######## block 1 ########
Fig. 1: block 1, cell classes on the final placement
Scale: 6 px per µm. Fill, decap, tap and diode cells in gray.
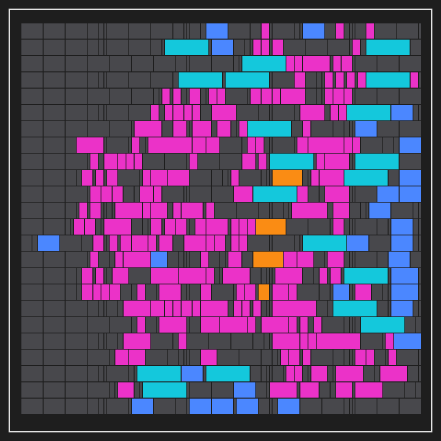

$ cat src/rtl/ffi_pkg.sv
// Shared types and constants for the gamma-window feed-forward inhibition block.
`ifndef NUM_SPIKES_DFLT
`define NUM_SPIKES_DFLT 8
`endif
`ifndef FFI_MAX_DFLT
`define FFI_MAX_DFLT 3
`endif

package ffi_pkg;

  // Window FSM: IDLE between windows, ACTIVE while admissions remain,
  // INHIBIT once the window budget is spent.
  typedef enum logic [1:0] {
    IDLE    = 2'd0,
    ACTIVE  = 2'd1,
    INHIBIT = 2'd2
  } ffi_state_t;

  localparam int MODE_LEGACY = 0;
  localparam int MODE_BUDGET = 1;

  // Bits needed to hold the value max_val (never less than 1 bit).
  // Modules derive SCW/CW/STW from their own parameters with this rule.
  function automatic int width_for(input int max_val);
    return (max_val < 1) ? 1 : $clog2(max_val + 1);
  endfunction

endpackage

$ cat src/rtl/ffi_gamma_prio_admit.sv
// Lowest-index-first admission: admits the first rem active (low) spikes and
// reports the total spike count and the number admitted.
import ffi_pkg::*;

module ffi_prio_admit #(
  parameter int NUM_SPIKES = 8,
  parameter int CW         = 2,
  parameter int SCW        = 4
) (
  input  logic [NUM_SPIKES-1:0] spikes_l,
  input  logic [CW-1:0]         rem,
  output logic [NUM_SPIKES-1:0] admit,
  output logic [SCW-1:0]        spike_cnt,
  output logic [CW-1:0]         admit_cnt
);

  logic [SCW-1:0] run;

  // Prefix count: a spike is admitted while fewer than rem spikes precede it.
  always_comb begin
    run   = '0;
    admit = '0;
    for (int i = 0; i < NUM_SPIKES; i++) begin
      admit[i] = !spikes_l[i] && (int'(run) < int'(rem));
      run      = run + SCW'(!spikes_l[i]);
    end
    spike_cnt = run;
    admit_cnt = (int'(run) < int'(rem)) ? CW'(run) : rem;
  end

endmodule

$ cat src/rtl/ffi_gamma.sv
// Gamma-window feed-forward inhibition with registered, 1-cycle-latency gating.
import ffi_pkg::*;

module ffi_gamma #(
  parameter  int NUM_SPIKES = `NUM_SPIKES_DFLT,
  parameter  int FFI_MAX    = `FFI_MAX_DFLT,
  parameter  int GAMMA_LEN  = 8,
  parameter  int MODE       = 1,
  localparam int CW         = (FFI_MAX < 1) ? 1 : $clog2(FFI_MAX + 1)
) (
  input  logic                  clk,
  input  logic                  rst,
  input  logic                  gamma_start,
  input  logic                  step_valid,
  input  logic [NUM_SPIKES-1:0] should_spike_in_l,
  output logic [NUM_SPIKES-1:0] should_spike_out_l,
  output logic                  out_valid,
  output logic                  inhibit,
  output logic [CW-1:0]         admitted_cnt,
  output logic                  gamma_done,
  output ffi_state_t            dbg_state
);

  localparam int SCW = (NUM_SPIKES < 1) ? 1 : $clog2(NUM_SPIKES + 1);
  localparam int STW = (GAMMA_LEN < 1) ? 1 : $clog2(GAMMA_LEN + 1);

  // Handshake: step_valid is a one-cycle qualifier with no backpressure; a
  // step accepted on cycle t appears with out_valid=1 on cycle t+1, and
  // should_spike_out_l reads all ones whenever out_valid is low.

  ffi_state_t            state_q, state_d;
  logic [STW-1:0]        step_cnt_q, step_cnt_d;
  logic [CW-1:0]         admitted_cnt_q, admitted_cnt_d;
  logic                  inhibit_q, inhibit_d;
  logic [NUM_SPIKES-1:0] out_q, out_d;
  logic                  out_valid_q, out_valid_d;
  logic                  gamma_done_q, gamma_done_d;

  logic                  win_open;
  logic [STW-1:0]        eff_step;
  logic [CW-1:0]         eff_adm;
  logic                  eff_inh;
  logic [CW-1:0]         rem;
  logic [CW:0]           adm_sum;
  logic [CW-1:0]         new_adm;
  logic                  last_step;
  logic [NUM_SPIKES-1:0] admit;
  logic [SCW-1:0]        spike_cnt;
  logic [CW-1:0]         admit_cnt;

  ffi_prio_admit #(
    .NUM_SPIKES (NUM_SPIKES),
    .CW         (CW),
    .SCW        (SCW)
  ) u_admit (
    .spikes_l  (should_spike_in_l),
    .rem       (rem),
    .admit     (admit),
    .spike_cnt (spike_cnt),
    .admit_cnt (admit_cnt)
  );

  // Window as seen by this cycle's step: gamma_start restarts it in place, so a
  // same-cycle step is step 0 with a full budget.
  always_comb begin
    win_open  = gamma_start || (state_q != IDLE);
    eff_step  = gamma_start ? '0 : step_cnt_q;
    eff_adm   = gamma_start ? '0 : admitted_cnt_q;
    if (gamma_start) begin
      eff_inh = (MODE == MODE_BUDGET) && (FFI_MAX == 0);
    end else begin
      eff_inh = (state_q == INHIBIT);
    end
    rem       = CW'(FFI_MAX) - eff_adm;
    adm_sum   = {1'b0, eff_adm} + {1'b0, admit_cnt};
    new_adm   = (int'(adm_sum) >= FFI_MAX) ? CW'(FFI_MAX) : adm_sum[CW-1:0];
    last_step = (eff_step == STW'(GAMMA_LEN - 1));
  end

  // Next-state, counters and gated output for the step being accepted.
  always_comb begin
    state_d        = state_q;
    step_cnt_d     = step_cnt_q;
    admitted_cnt_d = admitted_cnt_q;
    out_d          = '1;
    out_valid_d    = 1'b0;
    gamma_done_d   = 1'b0;

    if (gamma_start) begin
      state_d        = eff_inh ? INHIBIT : ACTIVE;
      step_cnt_d     = '0;
      admitted_cnt_d = '0;
    end

    if (step_valid && win_open) begin
      out_valid_d = 1'b1;
      if (MODE == MODE_LEGACY) begin
        out_d = (int'(spike_cnt) < FFI_MAX) ? should_spike_in_l : '1;
      end else if (!eff_inh) begin
        out_d = should_spike_in_l | ~admit;
      end

      if (last_step) begin
        state_d        = IDLE;
        step_cnt_d     = '0;
        admitted_cnt_d = '0;
        gamma_done_d   = 1'b1;
      end else begin
        step_cnt_d = eff_step + STW'(1);
        if (MODE == MODE_BUDGET) begin
          admitted_cnt_d = new_adm;
          state_d        = (int'(new_adm) == FFI_MAX) ? INHIBIT : ACTIVE;
        end else begin
          state_d = ACTIVE;
        end
      end
    end

    inhibit_d = (state_d == INHIBIT);
  end

  // State and output registers; reset drops any in-flight step.
  always_ff @(posedge clk) begin
    if (rst) begin
      state_q        <= IDLE;
      step_cnt_q     <= '0;
      admitted_cnt_q <= '0;
      inhibit_q      <= 1'b0;
      out_q          <= '1;
      out_valid_q    <= 1'b0;
      gamma_done_q   <= 1'b0;
    end else begin
      state_q        <= state_d;
      step_cnt_q     <= step_cnt_d;
      admitted_cnt_q <= admitted_cnt_d;
      inhibit_q      <= inhibit_d;
      out_q          <= out_d;
      out_valid_q    <= out_valid_d;
      gamma_done_q   <= gamma_done_d;
    end
  end

  assign should_spike_out_l = out_q;
  assign out_valid          = out_valid_q;
  assign inhibit            = inhibit_q;
  assign admitted_cnt       = admitted_cnt_q;
  assign gamma_done         = gamma_done_q;
  assign dbg_state          = state_q;

endmodule
$ cat config.mk
export PLATFORM = sky130hd
export DESIGN_NAME = ffi_gamma
export DESIGN_NICKNAME = d
export VERILOG_FILES = /design/src/rtl/ffi_pkg.sv /design/src/rtl/ffi_gamma_prio_admit.sv /design/src/rtl/ffi_gamma.sv
export SDC_FILE = /design/constraint.sdc
export NUM_CORES = 1
export LEC_CHECK = 0
export ABC_AREA = 1
export CAP_MARGIN = 30
export CORE_MARGIN = 1.5
export CORE_UTILIZATION = 35
export DETAILED_ROUTE_END_ITERATION = 16
export PLACE_DENSITY = 0.59
export SLEW_MARGIN = 20
export SYNTH_ARGS = -nofsm -noshare
export SYNTH_HDL_FRONTEND = slang
export SYNTH_HIERARCHICAL = 1
export SYNTH_SLANG_ARGS = --single-unit
$ cat constraint.sdc
create_clock -name clk -period 6.2 [get_ports clk]
set_input_delay 0.93 -clock clk [delete_from_list [all_inputs] [get_ports clk]]
set_output_delay 0.93 -clock clk [all_outputs]
set_load 0.03 [all_outputs]
######## block 2 ########
===== config.mk =====
export PLATFORM = sky130hd
export DESIGN_NAME = snake_dir_arb
export DESIGN_NICKNAME = d
export VERILOG_FILES = /design/src/rtl/snake_dir_arb.sv
export SDC_FILE = /design/constraint.sdc
export NUM_CORES = 1
export LEC_CHECK = 0
export CAP_MARGIN = 10
export CORE_MARGIN = 1.5
export CORE_UTILIZATION = 30
export CTS_CLUSTER_DIAMETER = 100
export DETAILED_ROUTE_END_ITERATION = 8
export HOLD_SLACK_MARGIN = 0.03
export PLACE_DENSITY = 0.54
export SYNTH_ARGS = -nofsm -noshare
export SYNTH_HDL_FRONTEND = slang
export SYNTH_SLANG_ARGS = --single-unit

===== constraint.sdc =====
create_clock -name lcd_pclk -period 2.05 [get_ports lcd_pclk]
set_input_delay 0.41 -clock lcd_pclk [delete_from_list [all_inputs] [get_ports lcd_pclk]]
set_output_delay 0.41 -clock lcd_pclk [all_outputs]
set_load 0.05 [all_outputs]

===== src/rtl/snake_dir_arb.sv =====
// Direction arbiter for the snake game: merges UART and board-key turn requests,
// filters reversals and buffers up to two turns that are applied on each move tick.
module snake_dir_arb #(
  parameter logic [1:0] INIT_DIR = 2'b11
) (
  input  logic       lcd_pclk,
  input  logic       rst_n,
  input  logic       uart_up,
  input  logic       uart_down,
  input  logic       uart_left,
  input  logic       uart_right,
  input  logic       btn_up,
  input  logic       btn_down,
  input  logic       btn_left,
  input  logic       btn_right,
  input  logic       move_tick,
  input  logic       game_over,
  input  logic       restart,
  output logic [1:0] dir,
  output logic       run_en,
  output logic       dir_chg,
  output logic       drop
);

  typedef enum logic [1:0] {IDLE, RUN, HALT} state_t;

  state_t     state;
  logic       last_b;
  logic [1:0] fifo0;
  logic [1:0] fifo1;
  logic [1:0] cnt;

  logic [3:0] u_vec;
  logic [3:0] b_vec;
  logic       u_valid;
  logic       b_valid;
  logic       grant;
  logic       tie;
  logic       pick_u;
  logic [1:0] gdir;
  logic [1:0] ref_dir;
  logic       reject;
  logic       pop;
  logic       push;
  logic       full_drop;
  logic [1:0] nf0;
  logic [1:0] nf1;
  logic [1:0] ncnt;

  function automatic logic [1:0] enc(input logic [3:0] v);
    case (v)
      4'b1000: enc = 2'b00;
      4'b0100: enc = 2'b01;
      4'b0010: enc = 2'b10;
      default: enc = 2'b11;
    endcase
  endfunction

  assign u_vec   = {uart_up, uart_down, uart_left, uart_right};
  assign b_vec   = {btn_up, btn_down, btn_left, btn_right};
  assign u_valid = $onehot(u_vec);
  assign b_valid = $onehot(b_vec);
  assign grant   = u_valid | b_valid;
  assign tie     = u_valid & b_valid;
  // last_b set means B won the previous grant, so U gets the next tie
  assign pick_u  = u_valid & (~b_valid | last_b);
  assign gdir    = pick_u ? enc(u_vec) : enc(b_vec);

  // Turns are checked against the last queued turn, not the current heading
  assign ref_dir   = (cnt == 2'd2) ? fifo1 : (cnt == 2'd1) ? fifo0 : dir;
  assign reject    = (gdir == ref_dir) || (gdir == {ref_dir[1], ~ref_dir[0]});
  assign pop       = move_tick && (cnt != 2'd0);
  assign push      = grant && !reject && ((cnt != 2'd2) || pop);
  assign full_drop = grant && !reject && (cnt == 2'd2) && !pop;

  always_comb begin
    nf0  = fifo0;
    nf1  = fifo1;
    ncnt = cnt;
    if (pop) begin
      nf0  = fifo1;
      ncnt = cnt - 2'd1;
    end
    if (push) begin
      if (ncnt == 2'd0) nf0 = gdir;
      else              nf1 = gdir;
      ncnt = ncnt + 2'd1;
    end
  end

  always_ff @(posedge lcd_pclk or negedge rst_n) begin
    if (!rst_n) begin
      state   <= IDLE;
      dir     <= INIT_DIR;
      run_en  <= 1'b0;
      dir_chg <= 1'b0;
      drop    <= 1'b0;
      last_b  <= 1'b1;
      fifo0   <= 2'b00;
      fifo1   <= 2'b00;
      cnt     <= 2'd0;
    end else begin
      dir_chg <= 1'b0;
      drop    <= 1'b0;
      if (restart) begin
        state  <= IDLE;
        dir    <= INIT_DIR;
        run_en <= 1'b0;
        last_b <= 1'b1;
        cnt    <= 2'd0;
      end else begin
        case (state)
          IDLE: begin
            if (grant) begin
              dir     <= gdir;
              dir_chg <= 1'b1;
              drop    <= tie;
              last_b  <= ~pick_u;
              state   <= RUN;
              run_en  <= 1'b1;
            end
          end
          RUN: begin
            if (game_over) begin
              state  <= HALT;
              run_en <= 1'b0;
              cnt    <= 2'd0;
            end else begin
              if (grant) last_b <= ~pick_u;
              drop  <= tie | (grant & reject) | full_drop;
              if (pop) begin
                dir     <= fifo0;
                dir_chg <= 1'b1;
              end
              fifo0 <= nf0;
              fifo1 <= nf1;
              cnt   <= ncnt;
            end
          end
          HALT: begin
            run_en <= 1'b0;
          end
          default: begin
            state  <= IDLE;
            run_en <= 1'b0;
          end
        endcase
      end
    end
  end

endmodule


Fig. 2: block 2, clock network drawn from the DEF
Scale: 8 px per µm.
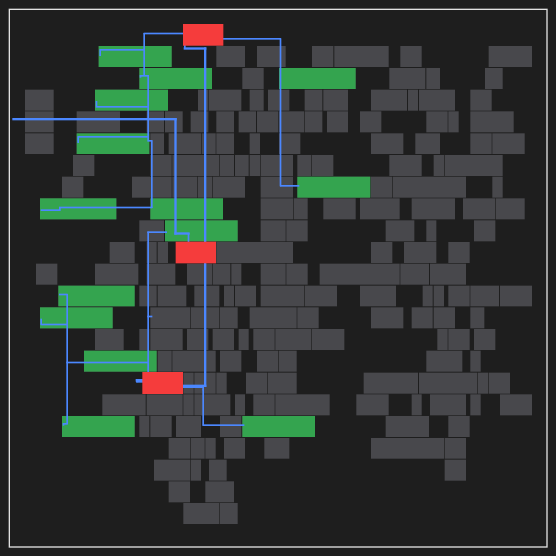
[red] clock-net drivers | count: 3
[green] flip-flops | count: 14
[blue] clock wires | length: 265 µm
routed clock nets: 4

==> summary.txt, block 2 <==
Maximum VDD drop: 0.3750 mV
Number of buffer cells added on primary ports: 17
Final worst slack: -1.129 ns
Biggest Area Class: combinational gates
Sequential cell area fraction in the yosys report: 0.2879
Standby leakage power: 0.9334 nW
Total die size: 4493 µm²
Final tally of setup violations: 13
Total half-perimeter wirelength after legalization and detailed placement: 2490 µm
Post-synth cell types: 44
Switching portion of total power: 0.3654
Worst Setup Slack post-DPL: -1.924 ns
TritonCTS sink count: 14
Total CTS buffers: 3
Power, Total: 1.364 mW
Clk latency of the worst-skew pair: 0.26 ns
Violations in the final reports: setup timing
Share of layout cells above drive strength 1: 0.5477
Most area-consuming cells after synthesis: dfrtp_1, ha_1, dfstp_2, inv_1, mux2i_1
Post-Route Utilization: 0.5265
Logic share of the area: 0.4799
Worst hold margin: 0.5199 ns
Hold_buf cts: 0
Result of the run: complete, but fails checks
Worst Hold Path Cells: 1
Post-synth design cell area: 1230 µm²
Hold EP: fifo0[0]
Final weighted congestion in routability-driven placement: 0.8391
Chip area from the yosys synthesis statistics: 1230 µm²
Drt drc: 0
Top-area cell type share of the netlist area: 0.2238
Worst reg2reg path endpoint: cnt[0]
[block 2: layout by cell type (no fill, tap or decap), types with 5 or more instances in the layout]
master,synthesis,layout
dfrtp_1,11,11
nor2_1,12,10
nand2_1,12,6
inv_1,14,8
ha_1,14,10
buf_6,0,10
buf_4,0,42
a21oi_1,7,5
clkdlybuf4s50_1,0,9
[block 2: metal layers]
| layer | up-vias | track usage | part of all wire | wire length [µm] |
|---|---|---|---|---|
| met4 | 0 | 0.07908 | 0.031 | 106 |
| met3 | 9 | 0.02196 | 0.037 | 128 |
| met1 | 580 | 0.1851 | 0.41 | 1393 |
| met5 | - | 0 | 0 | 0 |
| met2 | 28 | 0.2958 | 0.53 | 1801 |
| li1 | 604 | - | - | - |
[block 2: cell families (layout without fill, tap and decap cells)]
| kind of cell | count (synthesis) | after routing | share of synthesized area |
|---|---|---|---|
| AND-OR/OR-AND | 30 | 30 | 0.1933 |
| multiplexers | 8 | 8 | 0.06816 |
| adder cells (fa/ha/maj) | 17 | 17 | 0.1831 |
| XOR/XNOR | 1 | 1 | 0.007122 |
| AND/OR/NAND/NOR | 47 | 47 | 0.2116 |
| flip-flops | 14 | 14 | 0.2879 |
| buffers and inverters | 16 | 82 | 0.04883 |
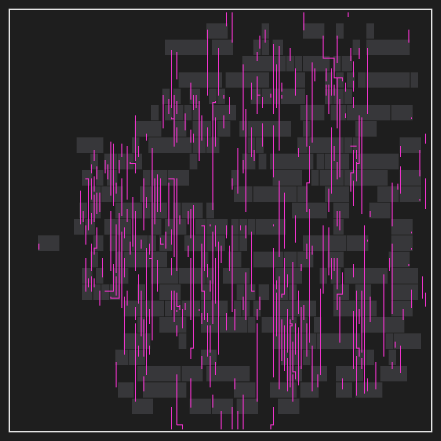
Fig. 3. M2 wires (block 1).
Scale: 6 px per µm. Cells faint in the background.
main direction: vertical
longest straight run: 32.0 µm
wire length on this layer: 1520 µm

## Picture notes: Fig. 1
[orange] clock drivers and dummy loads | cells: 4 | share of their area: 2.4%
[magenta] remaining logic cells | cells: 192 | share of their area: 63%
[blue] remaining buffers and delay cells | cells: 28 | share of their area: 15%
[cyan] sequential cells | cells: 19 | share of their area: 20%

==> summary.txt, block 1 <==
Result of the run: finished, final reports clean
Drt drc: 0
Startpoint class of the critical path: input port
Share of layout cells above drive strength 1: 0.1317
WP buf/inv: 5
Worst Hold Path Cells: 2
Number of OpenROAD warnings: 28
Critical path capture point type: flop
Final period demand of the worst path: 5.600 ns
Die height: 70.14 µm
Clock slew seen by the registers of the worst setup and hold paths: 0.07 ns
Mean routed wirelength per cell: 11.10 µm
Total wire length: 3274 µm
Origin of the worst setup path: should_spike_in_l[0]
Standard cell core area: 4354 µm²
DRT antenna net count: 0
Standby leakage power: 0.9840 nW
Post-synth design cell area: 1578 µm²
FF-to-FF setup slack: 3.37 ns
[block 1: through the flow]
stage               std cells  hold slack [ns]    util  setup TNS [ns]  setup slack [ns]
floorplan                 211           0.4747       -               0            0.7476
global placement          291           0.5062  0.4405               0           0.06962
detailed placement        291           0.5111  0.4405        -0.01983          -0.01284
CTS                       295           0.5204  0.4511               0            0.2191
global route              295           0.5793  0.4537               0            0.1612
finish                    295           0.5238  0.4537               0            0.5998
[block 1: state kept, by name (all words and copies together), names as in the netlist]
signal,cells
should_spike_out_l,8
gamma_done,1
admitted_cnt,2
dbg_state,2
inhibit,1
out_valid,1
step_cnt_q,4
[block 1: per-layer routing]
layer,track usage,up-vias,wire (µm)
met1,0.1925,627,1614
li1,-,764,-
met3,0.02020,2,109
met2,0.2593,29,1515
met5,0,-,0
met4,0.04701,0,34
[block 1: tightest hold or removal path, stage by stage, from the launching register on]
cell	delay, ns
dfxtp_1	0.31
nand2_1	0.10
a21oi_1	0.07
[block 1: power breakdown]
part	switching, mW	internal (mW)	total [mW]
Sequential	0.00882	0.138	0.147
Combinational	0.218	0.164	0.382
Clock	0.0400	0.0445	0.0845
Total	0.267	0.347	0.613

######## block 3 ########
<file path="config.mk">
export PLATFORM = sky130hd
export DESIGN_NAME = rll_restore_seq
export DESIGN_NICKNAME = d
export VERILOG_FILES = /design/src/rtl/rll_restore_seq.sv
export SDC_FILE = /design/constraint.sdc
export NUM_CORES = 1
export LEC_CHECK = 0
export ABC_CLOCK_PERIOD_IN_PS = 4400
export CORE_MARGIN = 3
export CORE_UTILIZATION = 40
export CTS_BUF_LIST = sky130_fd_sc_hd__clkbuf_16
export DETAILED_ROUTE_END_ITERATION = 10
export GPL_TIMING_DRIVEN = 1
export PLACE_DENSITY = 0.66
export REMOVE_ABC_BUFFERS = 1
export SLEW_MARGIN = 10
export SYNTH_ARGS = -nofsm -noshare
export SYNTH_HDL_FRONTEND = slang
export SYNTH_SLANG_ARGS = --single-unit
</file>
<file path="constraint.sdc">
create_clock -name clk -period 4.4 [get_ports clk]
set_input_delay 0.44 -clock clk [delete_from_list [all_inputs] [get_ports clk]]
set_output_delay 0.44 -clock clk [all_outputs]
set_load 0.05 [all_outputs]
</file>
<file path="src/rtl/rll_restore_seq.sv">
// rll_restore_seq: feeds one encoded strand word at a time into the rll_restore
// datapath, waits out its latency, captures the variable-length result and
// packs the results MSB-first into a fixed-width output stream. The stream
// supports backpressure and flushes the remaining bits at the end of a frame.
module rll_restore_seq #(
    parameter int N      = 20,
    parameter int OUT_W  = 16,
    parameter int LAT    = 2,
    parameter int MAXLEN = 14
) (
    input  logic                        clk,
    input  logic                        rst,
    input  logic [2*N-1:0]              in_word,
    input  logic                        in_valid,
    input  logic                        in_last,
    output logic                        in_ready,
    output logic [2*N-1:0]              rr_word_in,
    input  logic [MAXLEN-1:0]           rr_word_out,
    input  logic [6:0]                  rr_len,
    output logic [OUT_W-1:0]            out_data,
    output logic [$clog2(OUT_W+1)-1:0]  out_bits,
    output logic                        out_valid,
    output logic                        out_last,
    input  logic                        out_ready,
    output logic                        len_err,
    output logic                        busy
);

    localparam int ACC_W  = OUT_W + MAXLEN;
    localparam int FILL_W = $clog2(ACC_W);
    localparam int OB_W   = $clog2(OUT_W + 1);
    localparam int CNT_W  = (LAT > 1) ? $clog2(LAT) : 1;
    localparam int SH_W   = ((FILL_W > 7) ? FILL_W : 7) + 1;

    localparam logic [2:0] ST_IDLE  = 3'd0;
    localparam logic [2:0] ST_WAIT  = 3'd1;
    localparam logic [2:0] ST_PACK  = 3'd2;
    localparam logic [2:0] ST_EMIT  = 3'd3;
    localparam logic [2:0] ST_FLUSH = 3'd4;

    logic [2:0]        state_reg;
    logic [CNT_W-1:0]  cnt_reg;
    logic              last_q_reg;
    logic [ACC_W-1:0]  acc_reg;
    logic [FILL_W-1:0] fill_reg;
    logic [MAXLEN-1:0] cap_word_reg;
    logic [6:0]        cap_len_reg;

    // Packing datapath: field bits masked to the captured length, shifted so
    // the field's MSB lands just below the bits already pending in acc.
    logic [MAXLEN-1:0] field_bits;
    logic [ACC_W-1:0]  field_wide;
    logic [SH_W-1:0]   shamt;
    logic [ACC_W-1:0]  acc_app;
    logic [FILL_W-1:0] fill_app;
    logic [FILL_W-1:0] fill_pack;
    logic              len_ok;

    // Keep only bit positions below the captured length.
    generate
        for (genvar gi = 0; gi < MAXLEN; gi++) begin : g_field_mask
            assign field_bits[gi] = cap_word_reg[gi] & (7'(gi) < cap_len_reg);
        end
    endgenerate

    // Append arithmetic; only meaningful when the captured length is legal,
    // which also guarantees fill+len fits inside acc.
    always_comb begin
        len_ok     = (cap_len_reg <= 7'(MAXLEN));
        field_wide = {{OUT_W{1'b0}}, field_bits};
        shamt      = SH_W'(ACC_W) - SH_W'(fill_reg) - SH_W'(cap_len_reg);
        acc_app    = acc_reg | (field_wide << shamt);
        fill_app   = fill_reg + FILL_W'(cap_len_reg);
        fill_pack  = len_ok ? fill_app : fill_reg;
    end

    // Output stream view of acc. Bits below fill are always zero, so the top
    // OUT_W bits of acc are already zero-padded for a partial flush word.
    always_comb begin
        out_valid = 1'b0;
        out_data  = '0;
        out_bits  = '0;
        out_last  = 1'b0;
        case (state_reg)
            ST_EMIT: begin
                out_valid = 1'b1;
                out_data  = acc_reg[ACC_W-1 -: OUT_W];
                out_bits  = OB_W'(OUT_W);
                out_last  = last_q_reg && (fill_reg == FILL_W'(OUT_W));
            end
            ST_FLUSH: begin
                out_valid = 1'b1;
                out_data  = acc_reg[ACC_W-1 -: OUT_W];
                out_bits  = OB_W'(fill_reg);
                out_last  = 1'b1;
            end
            default: ;
        endcase
    end

    // Handshake status; only one word is ever in flight.
    always_comb begin
        in_ready = rst && (state_reg == ST_IDLE);
        busy     = (state_reg != ST_IDLE);
    end

    // Sequencer: accept, wait datapath latency, capture, pack, emit/flush.
    always_ff @(posedge clk) begin
        if (!rst) begin
            state_reg    <= ST_IDLE;
            cnt_reg      <= '0;
            last_q_reg   <= 1'b0;
            acc_reg      <= '0;
            fill_reg     <= '0;
            cap_word_reg <= '0;
            cap_len_reg  <= '0;
            rr_word_in   <= '0;
            len_err      <= 1'b0;
        end else begin
            case (state_reg)
                ST_IDLE: begin
                    if (in_valid) begin
                        rr_word_in <= in_word;
                        last_q_reg <= in_last;
                        cnt_reg    <= '0;
                        state_reg  <= ST_WAIT;
                    end
                end
                ST_WAIT: begin
                    if (cnt_reg == CNT_W'(LAT - 1)) begin
                        cap_word_reg <= rr_word_out;
                        cap_len_reg  <= rr_len;
                        state_reg    <= ST_PACK;
                    end else begin
                        cnt_reg <= cnt_reg + 1'b1;
                    end
                end
                ST_PACK: begin
                    if (len_ok) begin
                        acc_reg  <= acc_app;
                        fill_reg <= fill_app;
                    end else begin
                        len_err <= 1'b1;
                    end
                    if (fill_pack >= FILL_W'(OUT_W)) begin
                        state_reg <= ST_EMIT;
                    end else if (last_q_reg) begin
                        state_reg <= ST_FLUSH;
                    end else begin
                        state_reg <= ST_IDLE;
                    end
                end
                ST_EMIT: begin
                    if (out_ready) begin
                        acc_reg  <= acc_reg << OUT_W;
                        fill_reg <= fill_reg - FILL_W'(OUT_W);
                        if (last_q_reg && (fill_reg != FILL_W'(OUT_W))) begin
                            state_reg <= ST_FLUSH;
                        end else begin
                            last_q_reg <= 1'b0;
                            state_reg  <= ST_IDLE;
                        end
                    end
                end
                ST_FLUSH: begin
                    if (out_ready) begin
                        acc_reg    <= '0;
                        fill_reg   <= '0;
                        last_q_reg <= 1'b0;
                        state_reg  <= ST_IDLE;
                    end
                end
                default: state_reg <= ST_IDLE;
            endcase
        end
    end

endmodule
</file>
==> summary.txt <==
Post-synthesis sequential element count: 102
Standard cell core area: 14750 µm²
Total power density per cell area: 398.9 nW/µm²
Setup clock skew after layout: 0.005357 ns
Final period demand of the worst path: 3.630 ns
Number of buffer cells added on primary ports: 131
Clock tree root driver cell: clkbuf_16
Antenna Diode Count: 0
Hold_buf cts: 0
Flip-flop count of the largest register after layout: 40
TritonCTS clock tree: yes
Seq pwr share: 0.344
Startpoint class of the critical path: flop
Yosys warning count: 0
Die height: 129.8 µm
Result of the run: finished, final reports clean
Arrival time of data at the critical path endpoint: 3.90 ns
Sequential logic power: 1.07 mW
Number of antenna violations at the first check in global routing: 0
Layout area overhead: 27.64%
Number of maximum-capacitance constraint violations: 0
Post-synth cell types: 75
Initial Util: 0.4157
Main flop type: dfxtp_1
Final standard cell count with taps included and fillers excluded: 1119
Die outline width: 129.8 µm
Overall Global Routing Usage: 0.2113
Clock slew seen by the registers of the worst setup and hold paths: 0.07 ns
Design area: 7829 µm²
Cell resize tally after clock tree synthesis: 0
Post-Synthesis Cells: 829
Category of the most critical setup path: flop to flop
Mean routed wirelength per cell: 15.93 µm
Total half-perimeter wirelength after legalization and detailed placement: 12760 µm
[metal layers]
layer	track usage	up-vias	routed length (µm)
met5	0	-	0
met2	0.3306	154	7989
met4	0.05012	0	199
met1	0.3090	2851	8910
met3	0.02906	18	727
li1	-	3098	-
[final timing paths]
kind / start / to / slack, ns / depth (start not counted)
setup / recovery: fill_reg[1] / acc_reg[15] / 0.77 / 12
hold / removal: acc_reg[10] / acc_reg[10] / 0.45 / 2
setup reg to reg: fill_reg[1] / acc_reg[15] / 0.77 / 12
hold reg to reg: acc_reg[10] / acc_reg[10] / 0.45 / 2
[layout make-up]
cell class                 instances  area (µm²)
inverter                          21       78.83
tap                              184       230.2
timing repair buffer             144        1404
multi-input combinational        652        3784
clock buffer                       9       225.2
clock inverter                     7       65.06
sequential                       102        2042
fill                            1476        6925
[critical path, stage by stage, from the launching register on]
cell and delay (ns):
dfxtp_1 0.48, ha_1 0.24, nand3_1 0.10, xor2_1 0.17
ha_1 0.40, and2_4 0.18, o21a_1 0.20, or4_1 0.47
a21boi_1 0.17, o22ai_2 0.15, a211oi_4 0.65, o211ai_1 0.18
a21oi_1 0.16
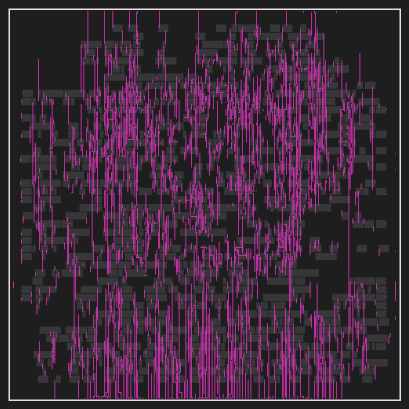
Fig. 4. M2 wires (block 3).
Scale: 3 px per µm. Cells faint in the background.
wire length on this layer: 7990 µm
nets with wire on the layer: 784

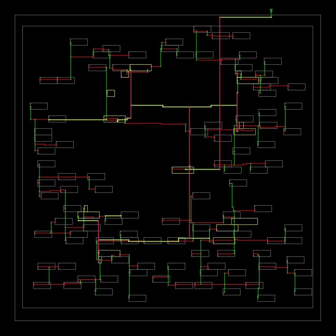
Fig. 5. Clock routing (block 3).
TritonCTS sink count: 102
Clock buffer cells: 9
flop count: 102
total CTS buffers: 9



==> layout pictures side by side <==
Ports around the boundary.
panel A
Scale: 4 px per µm. Pins as bars across the die edge, other pins in gray.
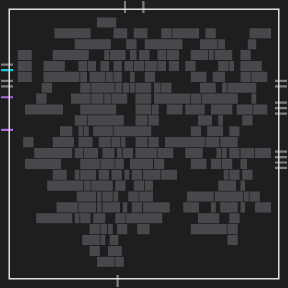
panel B
Scale: 4 px per µm. Pins as bars across the die edge, other pins in gray.
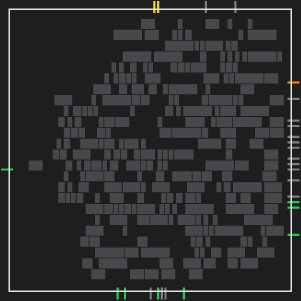
panel C
Scale: 2 px per µm. Pins as bars across the die edge, other pins in gray.
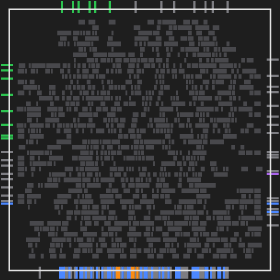
- panel B = block 1
- panel C = block 3
- panel A = block 2
- most pins: panel C
- fewest pins: panel A

Key to panel A:
[cyan] rst_n | pins: 1 | direction: input | edge: left
[purple] dir | pins: 2 | direction: output | edge: left

Power and IR drop assume default switching activity.
